=== mda_motor_ramp_ctrl ===
### Power grid, mda_motor_ramp_ctrl

Pins as bars on the die edge.
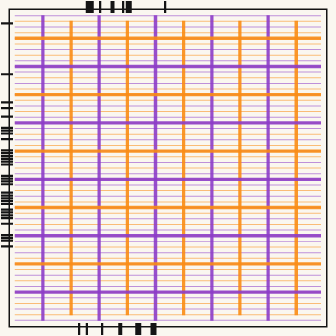

<file path="src/rtl/mda_motor_ramp_ctrl.sv">
// Per-motor speed command sequencer: slews duty toward a signed target and inserts a dead-time on reversal.
// Optional watchdog that drops the target after WDOG_CYCLES without a command: define MDA_MOTOR_WDOG_EN.
module mda_motor_ramp_ctrl #(
    parameter int unsigned STEP        = 16,
    parameter int unsigned TICK_DIV    = 1000,
    parameter int unsigned DEAD_CYCLES = 5000,
    parameter int unsigned WDOG_CYCLES = 16000000
) (
    input  logic        clk,
    input  logic        reset,
    input  logic [15:0] period,
    input  logic        cmd_valid,
    output logic        cmd_ready,
    input  logic        cmd_dir,
    input  logic [15:0] cmd_mag,
    output logic        on,
    output logic        dir,
    output logic [15:0] duty_cycle,
    output logic        settled
);

    localparam int PW = (TICK_DIV > 1) ? $clog2(TICK_DIV) : 1;
    localparam int DW = (DEAD_CYCLES > 1) ? $clog2(DEAD_CYCLES) : 1;
    localparam logic [PW-1:0] TICK_LAST = PW'(TICK_DIV - 1);
    localparam logic [DW-1:0] DEAD_LAST = DW'(DEAD_CYCLES - 1);
    localparam logic [15:0]   STEP16    = 16'(STEP);

    typedef enum logic [1:0] {
        ST_OFF  = 2'd0,
        ST_RUN  = 2'd1,
        ST_DEAD = 2'd2
    } state_t;

    state_t state;
    state_t state_nxt;

    logic [PW-1:0] presc;
    logic [DW-1:0] dead_cnt;
    logic [15:0]   duty;
    logic [15:0]   duty_nxt;
    logic [15:0]   tgt_mag;
    logic          tgt_dir;

    logic          accept;
    logic          tick;
    logic          reversal;
    logic          dead_done;
    logic [15:0]   clamp_mag;
    logic [15:0]   base;
    logic [15:0]   eff_tgt;
    logic [15:0]   stepped;

    function automatic logic [15:0] sat_step(input logic [15:0] gap);
        return (gap < STEP16) ? gap : STEP16;
    endfunction

    // Handshake: a command is taken on any cycle where cmd_valid && cmd_ready;
    // cmd_ready drops only while the bridge is held off between directions,
    // and the accepted target becomes visible on the following cycle.
    assign accept    = cmd_valid && cmd_ready;
    assign tick      = (presc == TICK_LAST);
    assign reversal  = (tgt_dir != dir) && (tgt_mag != 16'd0);
    assign dead_done = (dead_cnt == DEAD_LAST);
    assign clamp_mag = (cmd_mag > period) ? period : cmd_mag;

    // Ramp datapath; a lowered period pulls both the current duty and the
    // effective target down before the step is applied.
    always_comb begin
        base    = (duty > period) ? period : duty;
        eff_tgt = (tgt_mag > period) ? period : tgt_mag;
        stepped = base;
        if (reversal) begin
            stepped = base - sat_step(base);
        end else if (base < eff_tgt) begin
            stepped = base + sat_step(eff_tgt - base);
        end else if (base > eff_tgt) begin
            stepped = base - sat_step(base - eff_tgt);
        end
        duty_nxt = duty;
        if (state != ST_RUN) begin
            duty_nxt = 16'd0;
        end else if (tick) begin
            duty_nxt = stepped;
        end
    end

    always_ff @(posedge clk) begin
        if (reset) begin
            state <= ST_OFF;
        end else begin
            state <= state_nxt;
        end
    end

    // RUN exits look at the duty being written this cycle, so the bridge
    // turns off on the same edge the ramp reaches zero.
    always_comb begin
        state_nxt = state;
        case (state)
            ST_OFF: begin
                if (tgt_mag != 16'd0) begin
                    state_nxt = ST_RUN;
                end
            end
            ST_RUN: begin
                if (duty_nxt == 16'd0 && reversal) begin
                    state_nxt = ST_DEAD;
                end else if (duty_nxt == 16'd0 && tgt_mag == 16'd0) begin
                    state_nxt = ST_OFF;
                end
            end
            ST_DEAD: begin
                if (dead_done) begin
                    state_nxt = ST_RUN;
                end
            end
            default: state_nxt = ST_OFF;
        endcase
    end

    always_comb begin
        on         = 1'b0;
        cmd_ready  = 1'b1;
        duty_cycle = 16'd0;
        settled    = 1'b0;
        case (state)
            ST_OFF: begin
                settled = (tgt_mag == 16'd0);
            end
            ST_RUN: begin
                on         = 1'b1;
                duty_cycle = duty;
                settled    = !reversal && (duty == tgt_mag);
            end
            ST_DEAD: begin
                cmd_ready = 1'b0;
            end
            default: begin
                cmd_ready = 1'b1;
            end
        endcase
    end

    always_ff @(posedge clk) begin
        if (reset) begin
            presc    <= '0;
            dead_cnt <= '0;
            duty     <= 16'd0;
            dir      <= 1'b0;
        end else begin
            presc    <= tick ? '0 : presc + PW'(1);
            duty     <= duty_nxt;
            dead_cnt <= (state == ST_DEAD) ? dead_cnt + DW'(1) : '0;
            if ((state == ST_OFF && tgt_mag != 16'd0) || (state == ST_DEAD && dead_done)) begin
                dir <= tgt_dir;
            end
        end
    end

`ifdef MDA_MOTOR_WDOG_EN
    localparam int WW = $clog2(WDOG_CYCLES + 1);
    localparam logic [WW-1:0] WDOG_LAST = WW'(WDOG_CYCLES);

    logic [WW-1:0] wdog_cnt;
    logic          wdog_expired;

    assign wdog_expired = (wdog_cnt == WDOG_LAST);

    always_ff @(posedge clk) begin
        if (reset || accept) begin
            wdog_cnt <= '0;
        end else if (!wdog_expired) begin
            wdog_cnt <= wdog_cnt + WW'(1);
        end
    end

    always_ff @(posedge clk) begin
        if (reset) begin
            tgt_dir <= 1'b0;
            tgt_mag <= 16'd0;
        end else if (accept) begin
            tgt_dir <= cmd_dir;
            tgt_mag <= clamp_mag;
        end else if (wdog_expired) begin
            tgt_mag <= 16'd0;
        end
    end
`else
    always_ff @(posedge clk) begin
        if (reset) begin
            tgt_dir <= 1'b0;
            tgt_mag <= 16'd0;
        end else if (accept) begin
            tgt_dir <= cmd_dir;
            tgt_mag <= clamp_mag;
        end
    end
`endif

endmodule
</file>
<file path="config.mk">
export PLATFORM = sky130hd
export DESIGN_NAME = mda_motor_ramp_ctrl
export DESIGN_NICKNAME = d
export VERILOG_FILES = /design/src/rtl/mda_motor_ramp_ctrl.sv
export SDC_FILE = /design/constraint.sdc
export NUM_CORES = 1
export LEC_CHECK = 0
export ABC_AREA = 1
export CORE_MARGIN = 2
export CORE_UTILIZATION = 40
export CTS_BUF_LIST = sky130_fd_sc_hd__clkbuf_4
export CTS_CLUSTER_DIAMETER = 80
export DETAILED_ROUTE_END_ITERATION = 10
export PLACE_DENSITY_LB_ADDON = 0.05
export SLEW_MARGIN = 10
export SYNTH_ARGS = -nofsm -noshare
export SYNTH_HDL_FRONTEND = slang
export SYNTH_SLANG_ARGS = --single-unit
</file>
<file path="constraint.sdc">
create_clock -name clk -period 15.2 [get_ports clk]
set_clock_uncertainty 0.05 [all_clocks]
set_input_delay 3.04 -clock clk [delete_from_list [all_inputs] [get_ports clk]]
set_output_delay 3.04 -clock clk [all_outputs]
set_load 0.05 [all_outputs]
</file>
=== serial_add_ctrl ===
<file path="src/rtl/serial_add_ctrl.sv">
// serial_add_ctrl: load/shift/done sequencer and Mealy carry FSM for an
// N-bit LSB-first serial adder. Operand and sum shift registers live outside.
module serial_add_ctrl #(
    parameter int unsigned N = 8,
    localparam int unsigned CW = $clog2(N)
) (
    input  logic          i_clk,
    input  logic          reset,
    input  logic          start,
    input  logic          cin,
    input  logic          a_bit,
    input  logic          b_bit,
    output logic          ld,
    output logic          shift_en,
    output logic          sum_bit,
    output logic          cout,
    output logic          busy,
    output logic          done,
    output logic [CW-1:0] bit_cnt
);

    typedef enum logic [1:0] {
        S_IDLE  = 2'd0,
        S_LOAD  = 2'd1,
        S_SHIFT = 2'd2,
        S_DONE  = 2'd3
    } state_t;

    state_t        r_state;
    state_t        w_next_state;
    logic          r_carry;
    logic          w_next_carry;
    logic [CW-1:0] r_bit_cnt;
    logic [CW-1:0] w_next_bit_cnt;
    logic          r_cout;
    logic          w_next_cout;
    logic          w_maj;

    // Carry generated by the current bit position.
    assign w_maj = (a_bit & b_bit) | (a_bit & r_carry) | (b_bit & r_carry);

    // State, carry, bit counter and final carry registers; reset wins over all.
    always_ff @(posedge i_clk) begin
        if (reset) begin
            r_state   <= S_IDLE;
            r_carry   <= 1'b0;
            r_bit_cnt <= '0;
            r_cout    <= 1'b0;
        end else begin
            r_state   <= w_next_state;
            r_carry   <= w_next_carry;
            r_bit_cnt <= w_next_bit_cnt;
            r_cout    <= w_next_cout;
        end
    end

    // Next-state logic and control/Mealy sum outputs.
    always_comb begin
        w_next_state   = r_state;
        w_next_carry   = r_carry;
        w_next_bit_cnt = r_bit_cnt;
        w_next_cout    = r_cout;
        ld             = 1'b0;
        shift_en       = 1'b0;
        sum_bit        = 1'b0;
        busy           = 1'b0;
        done           = 1'b0;
        case (r_state)
            S_IDLE: begin
                if (start) begin
                    w_next_state = S_LOAD;
                    w_next_carry = cin;
                end
            end
            S_LOAD: begin
                ld             = 1'b1;
                busy           = 1'b1;
                w_next_bit_cnt = '0;
                w_next_state   = S_SHIFT;
            end
            S_SHIFT: begin
                shift_en     = 1'b1;
                busy         = 1'b1;
                sum_bit      = a_bit ^ b_bit ^ r_carry;
                w_next_carry = w_maj;
                if (r_bit_cnt == CW'(N - 1)) begin
                    w_next_state   = S_DONE;
                    w_next_cout    = w_maj;
                    w_next_bit_cnt = '0;
                end else begin
                    w_next_bit_cnt = r_bit_cnt + CW'(1);
                end
            end
            S_DONE: begin
                done           = 1'b1;
                busy           = 1'b1;
                w_next_carry   = 1'b0;
                w_next_bit_cnt = '0;
                w_next_state   = S_IDLE;
            end
            default: begin
                w_next_state = S_IDLE;
            end
        endcase
    end

    assign bit_cnt = r_bit_cnt;
    assign cout    = r_cout;

endmodule
</file>
<file path="config.mk">
export PLATFORM = sky130hd
export DESIGN_NAME = serial_add_ctrl
export DESIGN_NICKNAME = d
export VERILOG_FILES = /design/src/rtl/serial_add_ctrl.sv
export SDC_FILE = /design/constraint.sdc
export NUM_CORES = 1
export LEC_CHECK = 0
export CAP_MARGIN = 30
export CORE_AREA = 2 2 39 41
export CTS_CLUSTER_SIZE = 20
export DETAILED_ROUTE_END_ITERATION = 12
export DIE_AREA = 0 0 41 43
export GPL_ROUTABILITY_DRIVEN = 1
export PLACE_DENSITY = 0.74
export SLEW_MARGIN = 5
export SYNTH_ARGS = -nofsm -noshare
export SYNTH_HDL_FRONTEND = slang
export SYNTH_SLANG_ARGS = --single-unit
export TNS_END_PERCENT = 10
</file>
<file path="constraint.sdc">
create_clock -name i_clk -period 1.35 [get_ports i_clk]
set_input_delay 0.135 -clock i_clk [delete_from_list [all_inputs] [get_ports i_clk]]
set_output_delay 0.135 -clock i_clk [all_outputs]
set_load 0.01 [all_outputs]
</file>
=== pmic_power_sequencer ===
--- src/rtl/pmic_power_sequencer.sv ---
// Parametrised N-rail / M-stage power sequencer: ordered ramp, debounced runtime monitoring, reverse shutdown.
// Build macro PMIC_SEQ_AUTO_RETRY_EN adds timed automatic restart out of FAULT (RETRY_DELAY, MAX_RETRIES, o_retryCount).
module pmic_power_sequencer #(
    parameter int NUM_RAILS      = 4,
    parameter int NUM_STAGES     = 3,
    parameter logic [NUM_STAGES*NUM_RAILS-1:0] STAGE_MASK = {4'b1000, 4'b0110, 4'b0001},
    parameter int STARTUP_DELAY  = 1000,
    parameter int ERROR_DELAY    = 3000,
    parameter int SHUTDOWN_DELAY = 500,
    parameter int TIMER_W        = 16
`ifdef PMIC_SEQ_AUTO_RETRY_EN
    ,
    parameter int RETRY_DELAY    = 10000,
    parameter int MAX_RETRIES    = 3
`endif
) (
    input  logic                  i_clk,
    input  logic                  i_reset,
    input  logic                  i_enable,
    input  logic                  i_faultClear,
    input  logic [NUM_RAILS-1:0]  i_voltageGood,
    input  logic [NUM_RAILS-1:0]  i_currentGood,
    output logic [NUM_STAGES-1:0] o_stageEnable,
    output logic [NUM_STAGES-1:0] o_stageGood,
    output logic [NUM_RAILS-1:0]  o_railGood,
    output logic [NUM_RAILS-1:0]  o_voltageFault,
    output logic [NUM_RAILS-1:0]  o_currentFault,
    output logic [3:0]            o_faultRail,
    output logic                  o_timeoutFault,
`ifdef PMIC_SEQ_AUTO_RETRY_EN
    output logic [3:0]            o_retryCount,
`endif
    output logic [2:0]            o_state
);

    localparam int IDX_W = (NUM_STAGES > 1) ? $clog2(NUM_STAGES) : 1;
    localparam logic [IDX_W-1:0]   LAST_STAGE = IDX_W'(NUM_STAGES - 1);
    localparam logic [IDX_W-1:0]   ONE_IDX    = IDX_W'(1);
    localparam logic [TIMER_W-1:0] ONE_T      = TIMER_W'(1);
    localparam logic [TIMER_W-1:0] RAMP_LAST  = TIMER_W'(STARTUP_DELAY - 1);
    localparam logic [TIMER_W-1:0] ERR_LAST   = TIMER_W'(ERROR_DELAY - 1);
    localparam logic [TIMER_W-1:0] SHDN_LAST  = TIMER_W'(SHUTDOWN_DELAY - 1);
`ifdef PMIC_SEQ_AUTO_RETRY_EN
    localparam logic [TIMER_W-1:0] RETRY_LAST = TIMER_W'(RETRY_DELAY - 1);
`endif

    typedef enum logic [2:0] {
        IDLE     = 3'd0,
        RAMP     = 3'd1,
        RUN      = 3'd2,
        SHUTDOWN = 3'd3,
        FAULT    = 3'd4
    } seqStateT;

    seqStateT               state;
    logic [IDX_W-1:0]       stageIdx;
    logic [TIMER_W-1:0]     timer;
    logic [NUM_STAGES-1:0]  stageEnable;
    logic [NUM_STAGES-1:0]  stageGood;
    logic [NUM_RAILS-1:0]   vFault;
    logic [NUM_RAILS-1:0]   cFault;
    logic                   timeoutFault;
`ifdef PMIC_SEQ_AUTO_RETRY_EN
    logic [3:0]             retryCount;
`endif

    logic [NUM_RAILS-1:0]   vSync_p0, vSync_p1;
    logic [NUM_RAILS-1:0]   cSync_p0, cSync_p1;
    logic [TIMER_W-1:0]     vCnt [NUM_RAILS];
    logic [TIMER_W-1:0]     cCnt [NUM_RAILS];

    logic [NUM_RAILS-1:0]   monMask;
    logic [NUM_RAILS-1:0]   curMask;
    logic [NUM_RAILS-1:0]   vTrip, cTrip;
    logic [NUM_RAILS-1:0]   vStartFail, cStartFail;
    logic [IDX_W-1:0]       nextIdx;
    logic                   rampDone;
    logic                   timeoutHit;
    logic                   runFault;
    logic                   faultEntry;

    function automatic logic [3:0] lowestIdx(input logic [NUM_RAILS-1:0] v);
        lowestIdx = '0;
        for (int r = NUM_RAILS - 1; r >= 0; r--) begin
            if (v[r]) lowestIdx = 4'(r);
        end
    endfunction

    // Stage p0 -> p1: two-flop synchronisers for the asynchronous supervisor inputs
    always_ff @(posedge i_clk) begin
        if (i_reset) begin
            vSync_p0 <= '0;
            vSync_p1 <= '0;
            cSync_p0 <= '0;
            cSync_p1 <= '0;
        end else begin
            vSync_p0 <= i_voltageGood;
            vSync_p1 <= vSync_p0;
            cSync_p0 <= i_currentGood;
            cSync_p1 <= cSync_p0;
        end
    end

    // Rails under watch are those of verified stages; curMask selects the ramping stage's rails
    always_comb begin
        monMask = '0;
        curMask = '0;
        for (int s = 0; s < NUM_STAGES; s++) begin
            if (stageGood[s]) monMask = monMask | STAGE_MASK[s*NUM_RAILS +: NUM_RAILS];
            if (IDX_W'(s) == stageIdx) curMask = STAGE_MASK[s*NUM_RAILS +: NUM_RAILS];
        end
    end

    always_comb begin
        vTrip = '0;
        cTrip = '0;
        for (int r = 0; r < NUM_RAILS; r++) begin
            vTrip[r] = monMask[r] && !vSync_p1[r] && (vCnt[r] == ERR_LAST);
            cTrip[r] = monMask[r] && !cSync_p1[r] && (cCnt[r] == ERR_LAST);
        end
    end

    assign vStartFail = curMask & ~vSync_p1;
    assign cStartFail = curMask & ~cSync_p1;
    assign nextIdx    = stageIdx + ONE_IDX;
    assign rampDone   = (timer == RAMP_LAST);
    assign timeoutHit = (state == RAMP) && rampDone && (|(vStartFail | cStartFail));
    assign runFault   = |(vTrip | cTrip);
    assign faultEntry = runFault || timeoutHit;

    // Debounce counters: run while a monitored signal is low, clear as soon as it recovers
    always_ff @(posedge i_clk) begin
        if (i_reset) begin
            for (int r = 0; r < NUM_RAILS; r++) begin
                vCnt[r] <= '0;
                cCnt[r] <= '0;
            end
        end else begin
            for (int r = 0; r < NUM_RAILS; r++) begin
                if (monMask[r] && !vSync_p1[r]) vCnt[r] <= vCnt[r] + ONE_T;
                else                            vCnt[r] <= '0;
                if (monMask[r] && !cSync_p1[r]) cCnt[r] <= cCnt[r] + ONE_T;
                else                            cCnt[r] <= '0;
            end
        end
    end

    always_ff @(posedge i_clk) begin
        if (i_reset) begin
            state        <= IDLE;
            stageIdx     <= '0;
            timer        <= '0;
            stageEnable  <= '0;
            stageGood    <= '0;
            vFault       <= '0;
            cFault       <= '0;
            timeoutFault <= 1'b0;
`ifdef PMIC_SEQ_AUTO_RETRY_EN
            retryCount   <= '0;
`endif
        end else if (faultEntry) begin
            // Any fault cuts every regulator at once; it outranks a simultaneous disable request
            state        <= FAULT;
            timer        <= '0;
            stageEnable  <= '0;
            stageGood    <= '0;
            vFault       <= vFault | vTrip | (timeoutHit ? vStartFail : '0);
            cFault       <= cFault | cTrip | (timeoutHit ? cStartFail : '0);
            if (timeoutHit) timeoutFault <= 1'b1;
        end else begin
            case (state)
                IDLE: begin
                    stageEnable <= '0;
                    stageGood   <= '0;
                    timer       <= '0;
                    stageIdx    <= '0;
                    if (i_enable) begin
                        state          <= RAMP;
                        stageEnable[0] <= 1'b1;
                    end
                end

                RAMP, RUN: begin
                    if (!i_enable) begin
                        // stageIdx is the highest enabled stage in both RAMP and RUN
                        stageEnable[stageIdx] <= 1'b0;
                        stageGood[stageIdx]   <= 1'b0;
                        timer                 <= '0;
                        if (stageIdx == '0) begin
                            state <= IDLE;
                        end else begin
                            state    <= SHUTDOWN;
                            stageIdx <= stageIdx - ONE_IDX;
                        end
                    end else if (state == RAMP) begin
                        if (rampDone) begin
                            stageGood[stageIdx] <= 1'b1;
                            timer               <= '0;
                            if (stageIdx == LAST_STAGE) begin
                                state <= RUN;
                            end else begin
                                stageIdx             <= nextIdx;
                                stageEnable[nextIdx] <= 1'b1;
                            end
                        end else begin
                            timer <= timer + ONE_T;
                        end
                    end
`ifdef PMIC_SEQ_AUTO_RETRY_EN
                    else if (timer != RAMP_LAST) begin
                        timer <= timer + ONE_T;
                    end else begin
                        retryCount <= '0;
                    end
`endif
                end

                SHUTDOWN: begin
                    if (timer == SHDN_LAST) begin
                        stageEnable[stageIdx] <= 1'b0;
                        stageGood[stageIdx]   <= 1'b0;
                        timer                 <= '0;
                        if (stageIdx == '0) state <= IDLE;
                        else                stageIdx <= stageIdx - ONE_IDX;
                    end else begin
                        timer <= timer + ONE_T;
                    end
                end

                FAULT: begin
                    if (i_faultClear && !i_enable) begin
                        state        <= IDLE;
                        timer        <= '0;
                        stageIdx     <= '0;
                        vFault       <= '0;
                        cFault       <= '0;
                        timeoutFault <= 1'b0;
                    end
`ifdef PMIC_SEQ_AUTO_RETRY_EN
                    else if (!i_enable) begin
                        timer <= '0;
                    end else if (timer != RETRY_LAST) begin
                        timer <= timer + ONE_T;
                    end else if (retryCount < 4'(MAX_RETRIES)) begin
                        state          <= RAMP;
                        timer          <= '0;
                        stageIdx       <= '0;
                        stageEnable[0] <= 1'b1;
                        vFault         <= '0;
                        cFault         <= '0;
                        timeoutFault   <= 1'b0;
                        retryCount     <= retryCount + 4'd1;
                    end
`endif
                end

                default: state <= IDLE;
            endcase
        end
    end

    assign o_stageEnable  = stageEnable;
    assign o_stageGood    = stageGood;
    assign o_railGood     = monMask & ~(vFault | cFault);
    assign o_voltageFault = vFault;
    assign o_currentFault = cFault;
    assign o_faultRail    = lowestIdx(vFault | cFault);
    assign o_timeoutFault = timeoutFault;
    assign o_state        = state;
`ifdef PMIC_SEQ_AUTO_RETRY_EN
    assign o_retryCount   = retryCount;
`endif

endmodule
--- config.mk ---
export PLATFORM = sky130hd
export DESIGN_NAME = pmic_power_sequencer
export DESIGN_NICKNAME = d
export VERILOG_FILES = /design/src/rtl/pmic_power_sequencer.sv
export SDC_FILE = /design/constraint.sdc
export NUM_CORES = 1
export LEC_CHECK = 0
export CORE_MARGIN = 4
export CORE_UTILIZATION = 50
export CTS_CLUSTER_DIAMETER = 80
export DETAILED_ROUTE_END_ITERATION = 16
export GPL_TIMING_DRIVEN = 1
export PLACE_DENSITY = 0.77
export SLEW_MARGIN = 30
export SYNTH_ARGS = -nofsm -noshare
export SYNTH_HDL_FRONTEND = slang
export SYNTH_SLANG_ARGS = --single-unit
--- constraint.sdc ---
create_clock -name i_clk -period 4.35 [get_ports i_clk]
set_input_delay 0.435 -clock i_clk [delete_from_list [all_inputs] [get_ports i_clk]]
set_output_delay 0.435 -clock i_clk [all_outputs]
set_load 0.05 [all_outputs]
### Wiring by layer, pmic_power_sequencer

Only two layers are drawn.
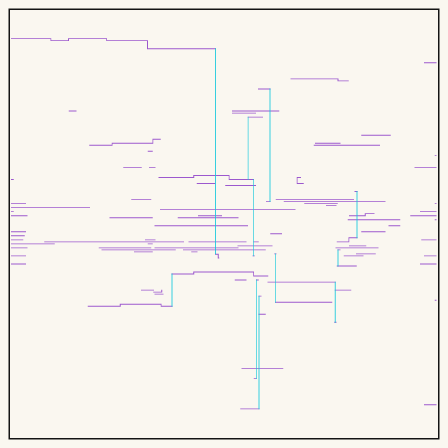
- purple: met3 (wire length 1020 um)
- cyan: met4 (wire length 288 um)
Avg WL per Cell: 13.5 um
Post-Route WL: 18200 um

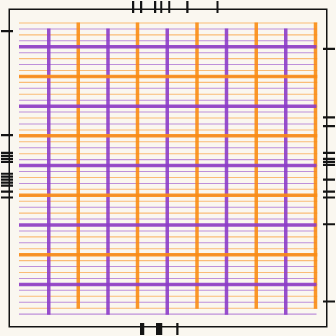
*Power grid, pmic_power_sequencer*
Pins as bars on the die edge.
- purple: VSS
- orange: VDD
- met4 straps: 10
- signal pins: 38
- met5 straps: 9
Core Area: 18100 um2
width of the chip: 145 um
Max IR drop VDD: 0.269 mV
Die Y-Extent: 145 um

==> flow_summary.yaml, pmic_power_sequencer <==
# flow metrics
clocking:
  clk_path_buf_depth: 2
  post_cts_resized: 0
  numCtsBuffers: 17
finish:
  final_common_cell: "nor2_1"
  final_cell_count_no_fill: 1346
  reg_top3: "cCnt (64), vCnt (64), timer (16)"
  drive_gt1_frac: 0.0421
power_and_ir_drop:
  seq_power_w: 0.00203
  switching_share: 0.283
  p_switching_w: 0.00116
  pwr-share-clk: 0.373
  p_comb_w: 0.000535
  power.leakage_nw: 3.85
  power_frac_seq: 0.496
  power_frac_comb: 0.131
synth:
  synth.cell_area_um2: 9340
  synth.yosys.warnings: 0
  ys_sh_simple: 0.269
  synth_cells: 954
  adder_share: 0.0214
  most_common_cell: "nor2_1"
  ys_dominant_reg_cell: "edfxtp_1"
  synthTopLogicFamily: "simple AND/OR/NAND/NOR gates"
  area_leaders: "edfxtp_1, dfxtp_1, nor2_1, xor2_1, nand3_1"
  top_cell_area_share: 0.412
  yosys.area_share.aoi: 0.0681
  ys_seq_elements: 180
  edf_count: 128
  muxShareOfSynthArea: 0.00228
  ys_seq_share: 0.523
global_routing:
  grt_util_met1: 0.239
  top_usage_layer: "met2"
  grtUsageMet2: 0.302
  overflow: 0
sta:
  timing.fmax_mhz: 351
  finalClockPeriodUsage: 0.654
  hold_violations: 0
  maxSlewHeadroom: 0.443
  worst_pin_slew_ns: 0.835
  skew_ns: 0.0123
worst_setup_path:
  crit_chain: "nor2_1 -> o21ai_0 -> a211oi_1 -> clkdlybuf4s50_1"
  critPathKind: "reg -> out"
  required_ns: 3.91
  worstSetupEndpoint: "o_faultRail[0]"
  cp.arrival_ns: 2.41
  regToRegStartpoint: "vCnt[0][0]"
  timing.rr.end: "o_stageGood[2]"
run:
  warning_count: 32
outcome:
  status: "completed"
floorplan:
  die-area_um2: 20900
  rows: 49
routing:
  routed.top_layer: "met4"
  ant_nets: 0
  drt_iter0_drc: 440
  vias: 7057
  drc_errors: 0
worst_hold_path:
  min_path_type: "reg -> reg"
  hold_path_end: "cSync_p1[0]"
placement:
  dpl_worst_slack_ns: 1.33
  placed_area_um2: 10300
-- pmic_power_sequencer: area by class of cell --
cell class | count | area (um2) | share of cell area
multi-input cells | 846 | 4700 | 0.431
clock inverters | 15 | 163 | 0.0149
flip-flops and latches | 180 | 4880 | 0.448
clock buffers | 17 | 425 | 0.0390
repair buffers | 36 | 358 | 0.0328
well taps | 229 | 287 | 0.0263
inverters | 23 | 86.3 | 0.00792
-- pmic_power_sequencer: worst max-delay path, delay by kind of cell, from the launching register on --
kind,cells,cell delay (ns)
simple gates,1,0.22
buf+inv,1,0.88
flops,1,0.37
compound gates,2,0.51
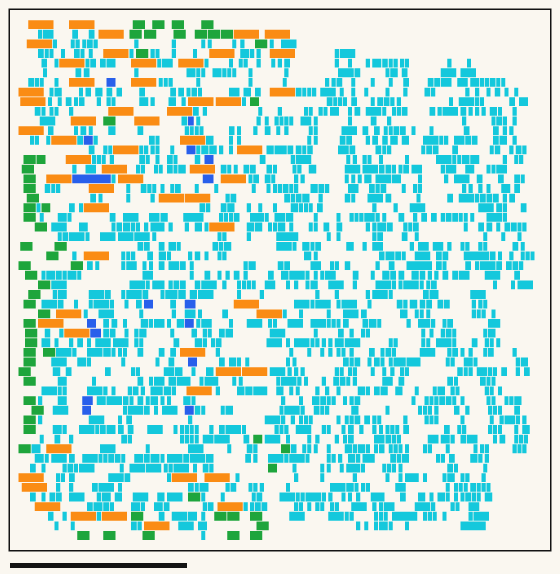
*Cells colored by class, mda_motor_ramp_ctrl*
The bar under the picture is 50 um long.
- green: other buffers and delay cells (cells 61; share of their area 6.3%)
- blue: clock drivers and dummy loads (cells 16; share of their area 1.5%)
- cyan: all other logic (cells 1435; share of their area 80%)
- orange: flip-flops (cells 59; share of their area 13%)

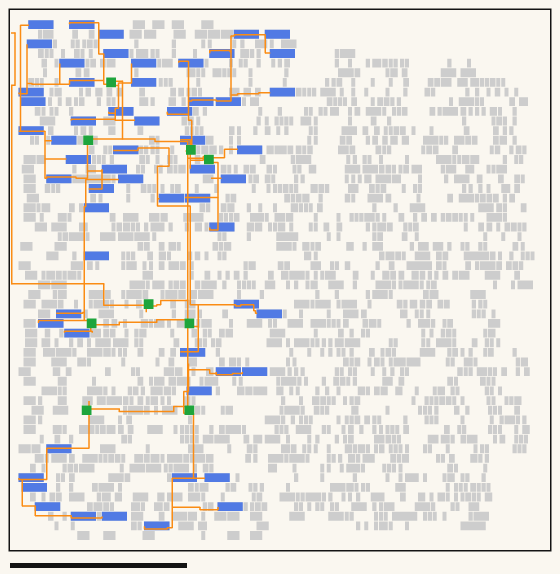
*Clock distribution, mda_motor_ramp_ctrl*
The bar under the picture is 50 um long.
- orange: clock wires (length 1080 um)
- blue: flip-flops (count 59)
- green: cells driving clock nets (count 9)
- routed clock nets: 10

About 'Power grid' of mda_motor_ramp_ctrl:
- purple: VSS
- orange: VDD
- met4 straps: 10
- signal pins: 56
- met1 rails: 55
- met5 straps: 10
Die Y-Extent: 152 um
width of the chip: 152 um
Core Area: 21700 um2
Max IR drop VDD: 0.0686 mV

==> flow_summary.yaml, mda_motor_ramp_ctrl <==
# flow metrics
outcome:
  status: "completed"
synth:
  common_cells: "nand2_1, inv_1, nor2_1, a21oi_1, ha_1"
sta:
  fin_tns_setup_ns: 0
  slew_violations: 0
global_routing:
  grt_pass1_vias: 8890
  antenna_found_initial: 1
  grtUsageMet2: 0.436
  grt_pass1_wl_um: 48000
finish:
  largest_class: "multi-input combinational cells"
  signal_buffers: 61
  flops: 59
  non_clock_buffer_area_share: 0.0608
  comb-cell-share: 0.680
  diodes: 1
  drive_gt1_frac: 0.0579
  post-route-util: 0.452
  areaGrowthSynthToFinish_pct: 11.3
worst_setup_path:
  end_kind: "register"
  regToRegStartpoint: "tgt_mag[11]"
  critPathLaunchType: "primary input"
clocking:
  clk_path_buf_depth: 2
routing:
  viasPerCell: 5.24
mda_motor_ramp_ctrl: critical path, delay by kind of cell:
family / cells / cell delay (ns)
and+or+nand+nor: 28 / 2.84
AOI/OAI and AO/OA: 8 / 2.17
buffers and inverters: 6 / 1.31
adders and majority gates: 3 / 1.17
xor gates and xnor gates: 1 / 0.08
mda_motor_ramp_ctrl: where the power goes:
part           internal [W]  switching [W]  leakage [nW]
Sequential         0.000162     0.00000890         0.480
Clock             0.0000511      0.0000734        0.0765
Combinational      0.000111       0.000237          4.52
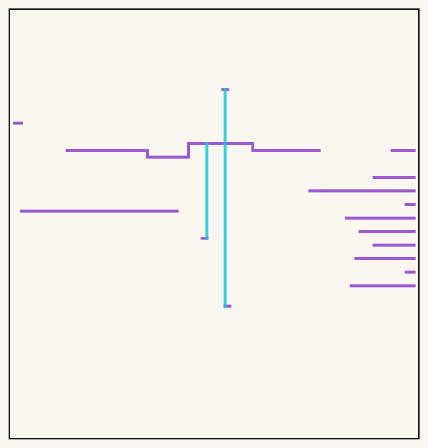
*Wiring by layer, serial_add_ctrl*
Only two layers are drawn.
- purple: met3 (wire length 91.8 um)
- cyan: met4 (wire length 31.3 um)

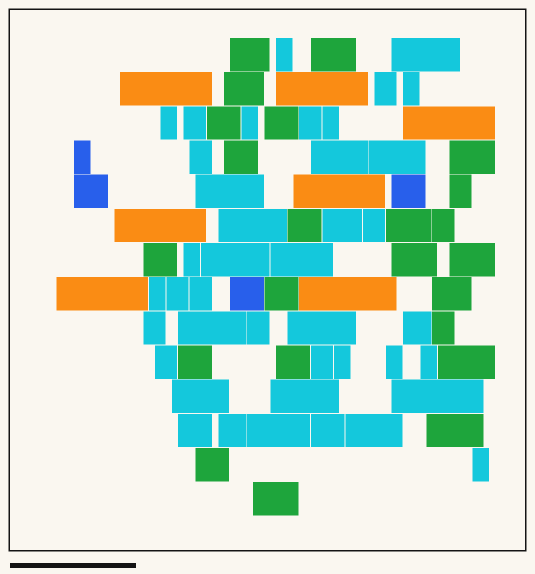
*Cells colored by class, serial_add_ctrl*
The bar under the picture is 10 um long.
- cyan: all other logic (cells 41; share of their area 48%)
- orange: flip-flops (cells 7; share of their area 20%)
- green: other buffers and delay cells (cells 23; share of their area 28%)
- blue: clock drivers and dummy loads (cells 4; share of their area 3.8%)
final core occ: 0.518
Core Area: 1380 um2
Std-Cell Rows: 14
cell area after layout: 717 um2

==> flow_summary.yaml, serial_add_ctrl <==
# flow metrics
sta:
  worst_slack_ns: -0.0638
  maxSlewHeadroom: 0.803
  finalSetupViolCount: 2
  hold_ws_ns: 0.388
outcome:
  status: "finished with violations"
  violations: "setup timing"
worst_setup_path:
  crit_family: "adder cells"
  critPathLaunchType: "register"
  crit_buf_inv: 2
synth:
  ys_seq_elements: 7
  synth_cells: 48
  xor_area_frac: 0
  adder_share: 0.247
routing:
  wl_met1_um: 427
  routedWlPerCell_um: 12.3
placement:
  placed_cells: 87
finish:
  comb_cells: 34
  n_all_inverters: 7
run:
  warning_count: 32
worst_hold_path:
  hold_path_end: "cout"
-- serial_add_ctrl: flip-flops by register name (all words and copies together) (netlist names) --
| register | cells |
|---|---|
| r_carry | 1 |
| r_state | 2 |
| bit_cnt | 3 |
| cout | 1 |
-- serial_add_ctrl: report_power, final --
group	switching [W]	internal [W]	total, W
sequential	0.0000406	0.000281	0.000321
clock	0.0000820	0.000113	0.000195
combinational	0.000497	0.000537	0.00103
-- serial_add_ctrl: cells by family after synthesis --
logic type	count (synthesis)
AND-OR/OR-AND	10
adder cells (fa/ha/maj)	8
flip-flops	7
AND/OR/NAND/NOR	16
buffers and inverters	7

==> screenshots <==
Clock wiring as the flow saved it.
panel A
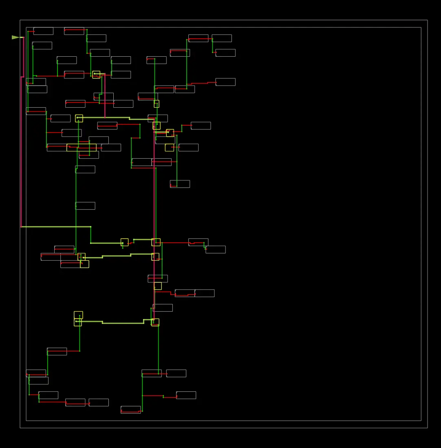
panel B
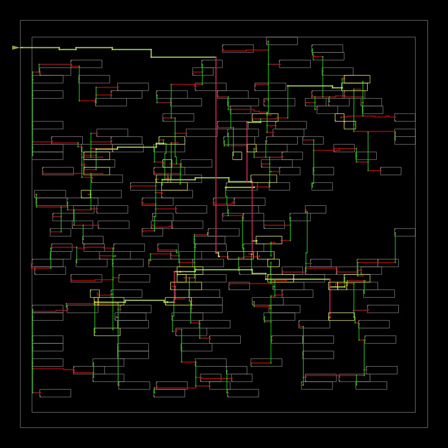
panel C
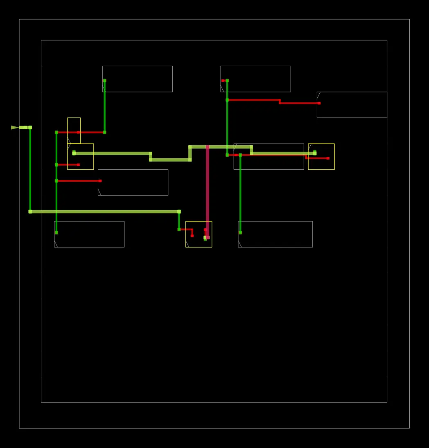
- mda_motor_ramp_ctrl = panel A
- pmic_power_sequencer = panel B
- serial_add_ctrl = panel C
The one with the most sequential cells is panel B.
The one with the most clock buffers is panel B.


=== spi_fifo ===
File: src/rtl/spi_fifo_pkg.sv
// Shared widths and the interrupt flag bundle for the SPI data FIFOs.
package spi_fifo_pkg;

  localparam int unsigned SPI_DATA_WIDTH    = 32;
  localparam int unsigned SPI_POINTER_WIDTH = 6;
  localparam int unsigned SPI_FIFO_DEPTH    = 1 << SPI_POINTER_WIDTH;

  typedef struct packed {
    logic fifo_full;
    logic fifo_empty;
    logic fifo_overflow;
    logic fifo_underflow;
  } fifo_interrupt_t;

endpackage

File: src/rtl/spi_fifo_mem.sv
// FIFO storage: synchronous write port and registered read port, no reset on the array
// so it can map onto an SRAM macro.
module spi_fifo_mem #(
  parameter int unsigned DATA_WIDTH = 32,
  parameter int unsigned ADDR_WIDTH = 6
) (
  input  logic                  clk,
  input  logic                  we,
  input  logic [ADDR_WIDTH-1:0] waddr,
  input  logic [DATA_WIDTH-1:0] wdata,
  input  logic                  re,
  input  logic [ADDR_WIDTH-1:0] raddr,
  output logic [DATA_WIDTH-1:0] rdata
);

  logic [DATA_WIDTH-1:0] mem_q [2**ADDR_WIDTH];
  logic [DATA_WIDTH-1:0] rdata_q;

  always_ff @(posedge clk) begin
    if (we) begin
      mem_q[waddr] <= wdata;
    end
    if (re) begin
      rdata_q <= mem_q[raddr];
    end
  end

  assign rdata = rdata_q;

endmodule

File: src/rtl/spi_fifo.sv
// Single-clock SPI data FIFO: wrap-bit pointers, sticky overflow/underflow, fill level.
module spi_fifo
  import spi_fifo_pkg::*;
#(
  parameter int unsigned DATA_WIDTH    = SPI_DATA_WIDTH,
  parameter int unsigned POINTER_WIDTH = SPI_POINTER_WIDTH
) (
  input  logic                   pclk,
  input  logic                   preset,
  input  logic                   fifo_clear,
  input  logic                   err_clr,
  input  logic                   wen,
  input  logic [DATA_WIDTH-1:0]  wdata,
  input  logic                   ren,
  output logic [DATA_WIDTH-1:0]  rdata,
  output logic [POINTER_WIDTH:0] fifo_level,
  output fifo_interrupt_t        fifo_intr
);

  localparam logic [POINTER_WIDTH:0] PtrOne = (POINTER_WIDTH+1)'(1);

  logic [POINTER_WIDTH:0] wptr_q, wptr_d;
  logic [POINTER_WIDTH:0] rptr_q, rptr_d;
  logic                   ovf_q, ovf_d;
  logic                   udf_q, udf_d;
  logic                   rvalid_q, rvalid_d;
  logic                   full, empty, flush, wr_ok, rd_ok;
  logic [DATA_WIDTH-1:0]  mem_rdata;

  always_comb begin
    flush = preset | fifo_clear;
    empty = (wptr_q == rptr_q);
    full  = (wptr_q[POINTER_WIDTH] != rptr_q[POINTER_WIDTH]) &&
            (wptr_q[POINTER_WIDTH-1:0] == rptr_q[POINTER_WIDTH-1:0]);
    wr_ok = wen & ~full & ~flush;
    rd_ok = ren & ~empty & ~flush;
  end

  always_comb begin
    wptr_d   = wptr_q;
    rptr_d   = rptr_q;
    ovf_d    = ovf_q;
    udf_d    = udf_q;
    rvalid_d = rvalid_q;
    if (fifo_clear) begin
      wptr_d   = '0;
      rptr_d   = '0;
      ovf_d    = 1'b0;
      udf_d    = 1'b0;
      rvalid_d = 1'b0;
    end else begin
      if (wr_ok) wptr_d = wptr_q + PtrOne;
      if (rd_ok) rptr_d = rptr_q + PtrOne;
      // A new error event wins over err_clr in the same cycle.
      ovf_d    = (wen & full) | (ovf_q & ~err_clr);
      udf_d    = (ren & empty) | (udf_q & ~err_clr);
      rvalid_d = rvalid_q | rd_ok;
    end
  end

  always_ff @(posedge pclk) begin
    if (preset) begin
      wptr_q   <= '0;
      rptr_q   <= '0;
      ovf_q    <= 1'b0;
      udf_q    <= 1'b0;
      rvalid_q <= 1'b0;
    end else begin
      wptr_q   <= wptr_d;
      rptr_q   <= rptr_d;
      ovf_q    <= ovf_d;
      udf_q    <= udf_d;
      rvalid_q <= rvalid_d;
    end
  end

  spi_fifo_mem #(
    .DATA_WIDTH(DATA_WIDTH),
    .ADDR_WIDTH(POINTER_WIDTH)
  ) u_mem (
    .clk  (pclk),
    .we   (wr_ok),
    .waddr(wptr_q[POINTER_WIDTH-1:0]),
    .wdata(wdata),
    .re   (rd_ok),
    .raddr(rptr_q[POINTER_WIDTH-1:0]),
    .rdata(mem_rdata)
  );

  // The read register is not reset, so rdata reads zero until the first read after a flush.
  assign rdata      = rvalid_q ? mem_rdata : '0;
  assign fifo_level = wptr_q - rptr_q;

  always_comb begin
    fifo_intr.fifo_full      = full;
    fifo_intr.fifo_empty     = empty;
    fifo_intr.fifo_overflow  = ovf_q;
    fifo_intr.fifo_underflow = udf_q;
  end

endmodule

File: config.mk
export PLATFORM = sky130hd
export DESIGN_NAME = spi_fifo
export DESIGN_NICKNAME = d
export VERILOG_FILES = /design/src/rtl/spi_fifo_pkg.sv /design/src/rtl/spi_fifo_mem.sv /design/src/rtl/spi_fifo.sv
export SDC_FILE = /design/constraint.sdc
export NUM_CORES = 2
export LEC_CHECK = 0
export CAP_MARGIN = 0
export CORE_MARGIN = 4
export CORE_UTILIZATION = 40
export DETAILED_ROUTE_END_ITERATION = 8
export HOLD_SLACK_MARGIN = 0.02
export PLACE_DENSITY = 0.66
export SYNTH_ARGS = -nofsm -noshare
export SYNTH_HDL_FRONTEND = slang
export SYNTH_SLANG_ARGS = --single-unit
File: constraint.sdc
create_clock -name pclk -period 6.9 [get_ports pclk]
set_input_delay 0.69 -clock pclk [delete_from_list [all_inputs] [get_ports pclk]]
set_output_delay 0.69 -clock pclk [all_outputs]
set_load 0.1 [all_outputs]
=== passcode_decoder ===
<file path="config.mk">
export PLATFORM = sky130hd
export DESIGN_NAME = passcode_decoder
export DESIGN_NICKNAME = d
export VERILOG_FILES = /design/src/rtl/passcode_pkg.sv /design/src/rtl/passcode_decoder_code_check.sv /design/src/rtl/passcode_decoder.sv
export SDC_FILE = /design/constraint.sdc
export NUM_CORES = 1
export LEC_CHECK = 0
export CORE_MARGIN = 3
export CORE_UTILIZATION = 46
export DETAILED_ROUTE_END_ITERATION = 12
export PLACE_DENSITY = 0.78
export SLEW_MARGIN = 10
export SYNTH_ARGS = -nofsm -noshare
export SYNTH_HDL_FRONTEND = slang
export SYNTH_SLANG_ARGS = --single-unit
</file>
<file path="constraint.sdc">
create_clock -name clk -period 2.55 [get_ports clk]
set_clock_uncertainty 0.05 [all_clocks]
set_input_delay 0.51 -clock clk [delete_from_list [all_inputs] [get_ports clk]]
set_output_delay 0.51 -clock clk [all_outputs]
set_load 0.01 [all_outputs]
</file>
<file path="src/rtl/passcode_pkg.sv">
// Shared definitions for the 5-bit digit code: widths, FSM states and code helpers.
package passcode_pkg;

  localparam int DIGIT_W = 4;
  localparam int CODE_W  = 5;
  localparam logic [DIGIT_W-1:0] MAX_DIGIT = 4'd9;

  typedef enum logic [1:0] {
    COLLECT = 2'd0,
    HOLD    = 2'd1,
    ERROR   = 2'd2
  } state_t;

  // Build a symbol from a BCD digit: parity bit is the XOR of the digit bits.
  function automatic logic [CODE_W-1:0] encode_digit(input logic [DIGIT_W-1:0] d);
    return {^d, d};
  endfunction

  // A symbol is well formed when it carries a BCD value and matching parity.
  function automatic logic code_is_valid(input logic [CODE_W-1:0] c);
    return (c[DIGIT_W-1:0] <= MAX_DIGIT) && (c[CODE_W-1] == ^c[DIGIT_W-1:0]);
  endfunction

endpackage

</file>
<file path="src/rtl/passcode_decoder_code_check.sv">
// Combinational symbol checker: splits a received symbol into its digit and a well-formed flag.
module code_check
  import passcode_pkg::*;
(
  input  logic [CODE_W-1:0]  code_in,
  output logic [DIGIT_W-1:0] digit,
  output logic               ok
);

  assign digit = code_in[DIGIT_W-1:0];
  assign ok    = code_is_valid(code_in);

endmodule

</file>
<file path="src/rtl/passcode_decoder.sv">
// Passcode decoder: checks incoming digit symbols and assembles DIGITS of them into one frame.
module passcode_decoder
  import passcode_pkg::*;
#(
  parameter int DIGITS = 4,
  parameter int CNT_W  = 3
) (
  input  logic                  clk,
  input  logic                  rst,
  input  logic [CODE_W-1:0]     code_in,
  input  logic                  code_valid,
  output logic                  code_ready,
  input  logic                  clear,
  output logic [4*DIGITS-1:0]   frame,
  output logic                  frame_valid,
  input  logic                  frame_ready,
  output logic [CNT_W-1:0]      digit_count,
  output logic                  code_err
);

  localparam int FRAME_W = DIGIT_W * DIGITS;

  state_t               state_r, state_s;
  logic [FRAME_W-1:0]   frame_r, frame_s;
  logic [CNT_W-1:0]     count_r, count_s;
  logic                 err_r, err_s;
  logic                 ready_r, ready_s;
  logic                 fvalid_r, fvalid_s;
  logic [DIGIT_W-1:0]   digit_s;
  logic                 ok_s;

  code_check u_code_check (
    .code_in (code_in),
    .digit   (digit_s),
    .ok      (ok_s)
  );

  // Next-state logic; ready and frame_valid are derived from the next state so they leave as flops.
  always_comb begin
    state_s = state_r;
    frame_s = frame_r;
    count_s = count_r;
    err_s   = err_r;
    if (clear) begin
      state_s = COLLECT;
      frame_s = {FRAME_W{1'b0}};
      count_s = {CNT_W{1'b0}};
      err_s   = 1'b0;
    end else begin
      case (state_r)
        COLLECT: begin
          if (code_valid && ready_r) begin
            if (ok_s) begin
              frame_s = (frame_r << DIGIT_W) | FRAME_W'(digit_s);
              count_s = count_r + CNT_W'(1);
              if ((count_r + CNT_W'(1)) == CNT_W'(DIGITS)) begin
                state_s = HOLD;
              end else begin
                state_s = COLLECT;
              end
            end else begin
              state_s = ERROR;
              err_s   = 1'b1;
            end
          end else begin
            state_s = COLLECT;
          end
        end
        HOLD: begin
          if (frame_ready) begin
            state_s = COLLECT;
            frame_s = {FRAME_W{1'b0}};
            count_s = {CNT_W{1'b0}};
          end else begin
            state_s = HOLD;
          end
        end
        ERROR: begin
          state_s = ERROR;
        end
        default: begin
          state_s = COLLECT;
          frame_s = {FRAME_W{1'b0}};
          count_s = {CNT_W{1'b0}};
          err_s   = 1'b0;
        end
      endcase
    end
    ready_s  = (state_s == COLLECT);
    fvalid_s = (state_s == HOLD);
  end

  // State, frame shift register, counter and registered outputs with synchronous reset.
  always_ff @(posedge clk) begin
    if (rst) begin
      state_r  <= COLLECT;
      frame_r  <= {FRAME_W{1'b0}};
      count_r  <= {CNT_W{1'b0}};
      err_r    <= 1'b0;
      ready_r  <= 1'b1;
      fvalid_r <= 1'b0;
    end else begin
      state_r  <= state_s;
      frame_r  <= frame_s;
      count_r  <= count_s;
      err_r    <= err_s;
      ready_r  <= ready_s;
      fvalid_r <= fvalid_s;
    end
  end

  assign code_ready  = ready_r;
  assign frame       = frame_r;
  assign frame_valid = fvalid_r;
  assign digit_count = count_r;
  assign code_err    = err_r;

endmodule
</file>
### Power grid, spi_fifo

Pins as bars on the die edge.
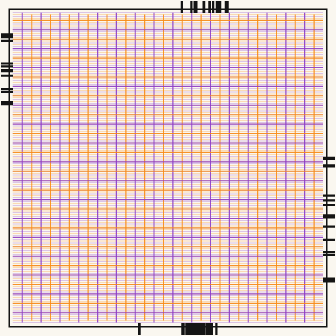
- purple: VSS
- orange: VDD
- rows: 164
- met5 straps: 32

==> flow_summary.yaml, spi_fifo <==
# flow metrics
outcome:
  status: "completed"
finish:
  largest_register_ffs: 2048
  seq_area_um2: 62800
  num-clock-buffers: 248
  post-route-util: 0.456
  final_common_cell: "edfxtp_1"
  clk_share: 0.0713
  fin_area_um2: 91000
  lay_top_cells: "edfxtp_1, mux4_2, clkbuf_16, buf_4, nand2_1"
run:
  cap_viol_max_count: 0
worst_setup_path:
  critPathLaunch: "rptr_q[2]"
  reg2reg_depth: 8
  timing.rr.end: "u_mem.mem_q[14][7]"
  crit_chain: "clkinv_1 -> ha_1 -> nand4_1 -> nor3b_1 -> clkdlybuf4s50_1"
  cp_max_fo: 55
  critPathKind: "reg -> out"
synth:
  ys_cells: 3401
  synth_cells: 3401
  synth_top_cell_by_area: "edfxtp_1"
  common_cells: "edfxtp_1, mux4_2, nor2_1, nand2_1, clkbuf_1"
routing:
  firstDrtPassIters: 7
  routed.top_layer: "met4"
  viasPerCell: 5.84
sta:
  hold_ws_ns: 0.249
  finalSetupViolCount: 0
  worst_pin_slew_ns: 1.37
  worst_slack_ns: 1.75
clocking:
  clk_pin_slew_worst_paths_ns: 0.06
  post_cts_buffers: 0
  clk_latency_ns: 0.83
global_routing:
  overflow: 0
  grt_pass1_wl_um: 292000
  grt_util_met1: 0.279
power_and_ir_drop:
  pwr.group.clock_w: 0.0109
  seq_power_w: 0.0140
  peakVddDrop_mv: 0.253
placement:
  hpwl_um: 119000
floorplan:
  die-area_um2: 208000
worst_hold_path:
  hp-start: "wdata[24]"
  min_path_type: "in -> reg"
-- spi_fifo: cell families (layout without fill, tap and decap cells) --
logic type / count (synthesis) / in the layout / share of synthesized area
flip-flops: 2097 / 2097 / 0.784
multiplexers: 663 / 663 / 0.175
AND/OR/NAND/NOR: 279 / 279 / 0.0158
buffers and inverters: 195 / 562 / 0.0114
AND-OR/OR-AND: 143 / 143 / 0.0106
XOR/XNOR: 15 / 15 / 0.00164
adder cells (fa/ha/maj): 9 / 9 / 0.00150
other: 0 / 2 / 0
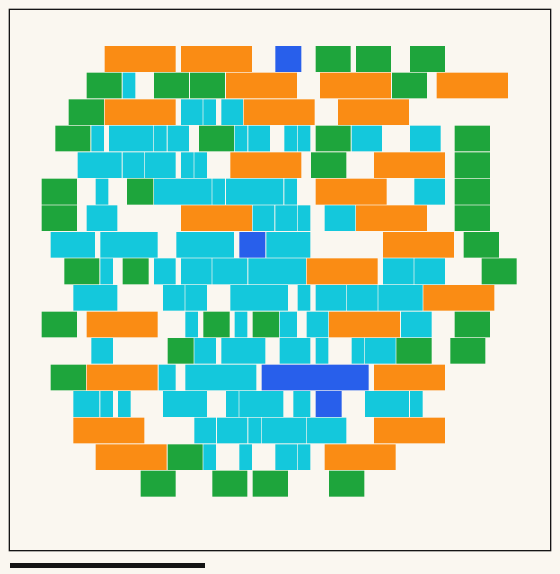
*Cells colored by class, passcode_decoder*
The bar under the picture is 20 um long.
- green: other buffers and delay cells (cells 36; share of their area 23%)
- blue: clock drivers and dummy loads (cells 4; share of their area 3.5%)
- orange: flip-flops (cells 24; share of their area 32%)
- cyan: all other logic (cells 81; share of their area 42%)

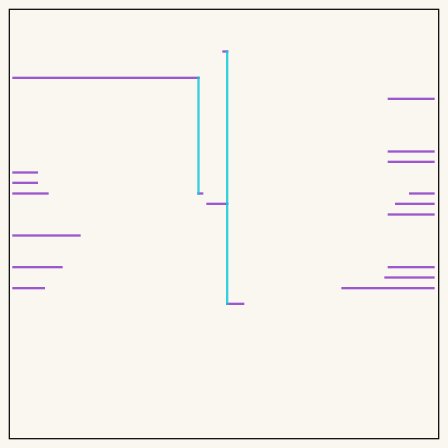
*Wiring by layer, passcode_decoder*
Only two layers are drawn.
- purple: met3 (wire length 113 um)
- cyan: met4 (wire length 47.6 um)

==> flow_summary.yaml, passcode_decoder <==
# flow metrics
routing:
  wl_met1_um: 1060
  wl_um: 2360
  dr_wl_met3_um: 112
  met2_length_um: 1130
  routed.top_layer: "met4"
finish:
  diodes: 0
  mi_logic_area_um2: 596
  final_common_cell: "clkdlybuf4s50_1"
  non_clock_buffer_area_share: 0.226
  comb_cells: 73
  post-route-util: 0.684
  n_all_inverters: 8
  clk_share: 0.0341
placement:
  dpl_worst_slack_ns: -0.0750
  placed_cells: 169
  io_buffers: 31
worst_setup_path:
  reg2reg_depth: 5
  critPathLaunchType: "primary input"
  crit_cells: 8
  required_ns: 2.78
  end_kind: "register"
power_and_ir_drop:
  pwr.group.clock_w: 0.000276
  p_comb_w: 0.000160
  switching_share: 0.251
  cellPowerDensity_nw_per_um2: 533
  p_switching_w: 0.000207
  maxPowerGroup: "registers"
worst_hold_path:
  hold_depth: 1
  hold_path_end: "frame[13]"
synth:
  synth_cells: 108
  ys_dominant_reg_cell: "dfxtp_1"
  ys_seq_share: 0.429
  synth.yosys.warnings: 0
  synth.cell_area_um2: 1120
run:
  cap_viol_max_count: 0
  warning_count: 31
sta:
  timing.fmax_mhz: 441
  finalClockPeriodUsage: 0.890
  hold_violations: 0
  finalSetupViolCount: 0
  worst_slack_ns: 0.281
outcome:
  status: "completed"
floorplan:
  die-area_um2: 3060
  die_x_um: 55.3
global_routing:
  grt_pass1_vias: 902
  met3_usage: 0.0327
  grt_pass1_wl_um: 3960
clocking:
  post_cts_resized: 0
-- passcode_decoder: cell families (layout without fill, tap and decap cells) --
| kind of cell | count (synthesis) | in the layout | share of synthesized area |
|---|---|---|---|
| AND/OR/NAND/NOR | 32 | 32 | 0.151 |
| AND-OR/OR-AND | 29 | 29 | 0.247 |
| flip-flops | 24 | 24 | 0.429 |
| buffers and inverters | 11 | 48 | 0.0391 |
| adder cells (fa/ha/maj) | 10 | 10 | 0.112 |
| XOR/XNOR | 2 | 2 | 0.0224 |

==> notes/layouts.md <==
Pictures saved along the way, in no particular order.

Clock distribution.
Plate I
The bar under the picture is 20 um long.
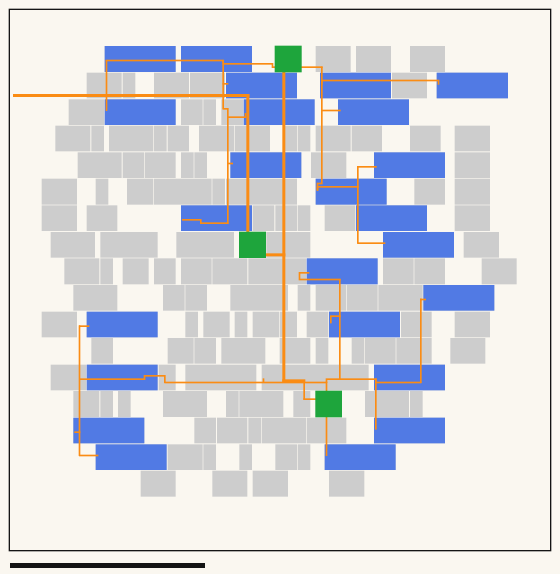
Plate II
The bar under the picture is 100 um long.
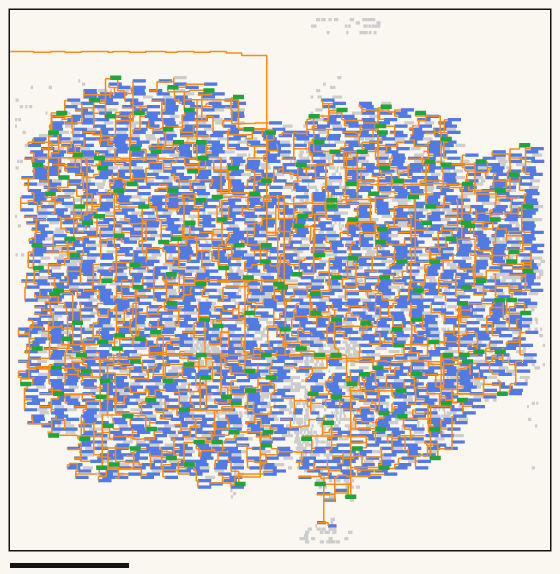
passcode_decoder: Plate I
spi_fifo: Plate II
The one with the most sequential cells is Plate II.
The one with the largest die is Plate II.

Key to Plate I:
- orange: clock wires (length 274 um)
- green: cells driving clock nets (count 3)
- blue: flip-flops (count 24)
- routed clock nets: 4


Power figures rest on the tool's default switching activity, not on a simulated workload.
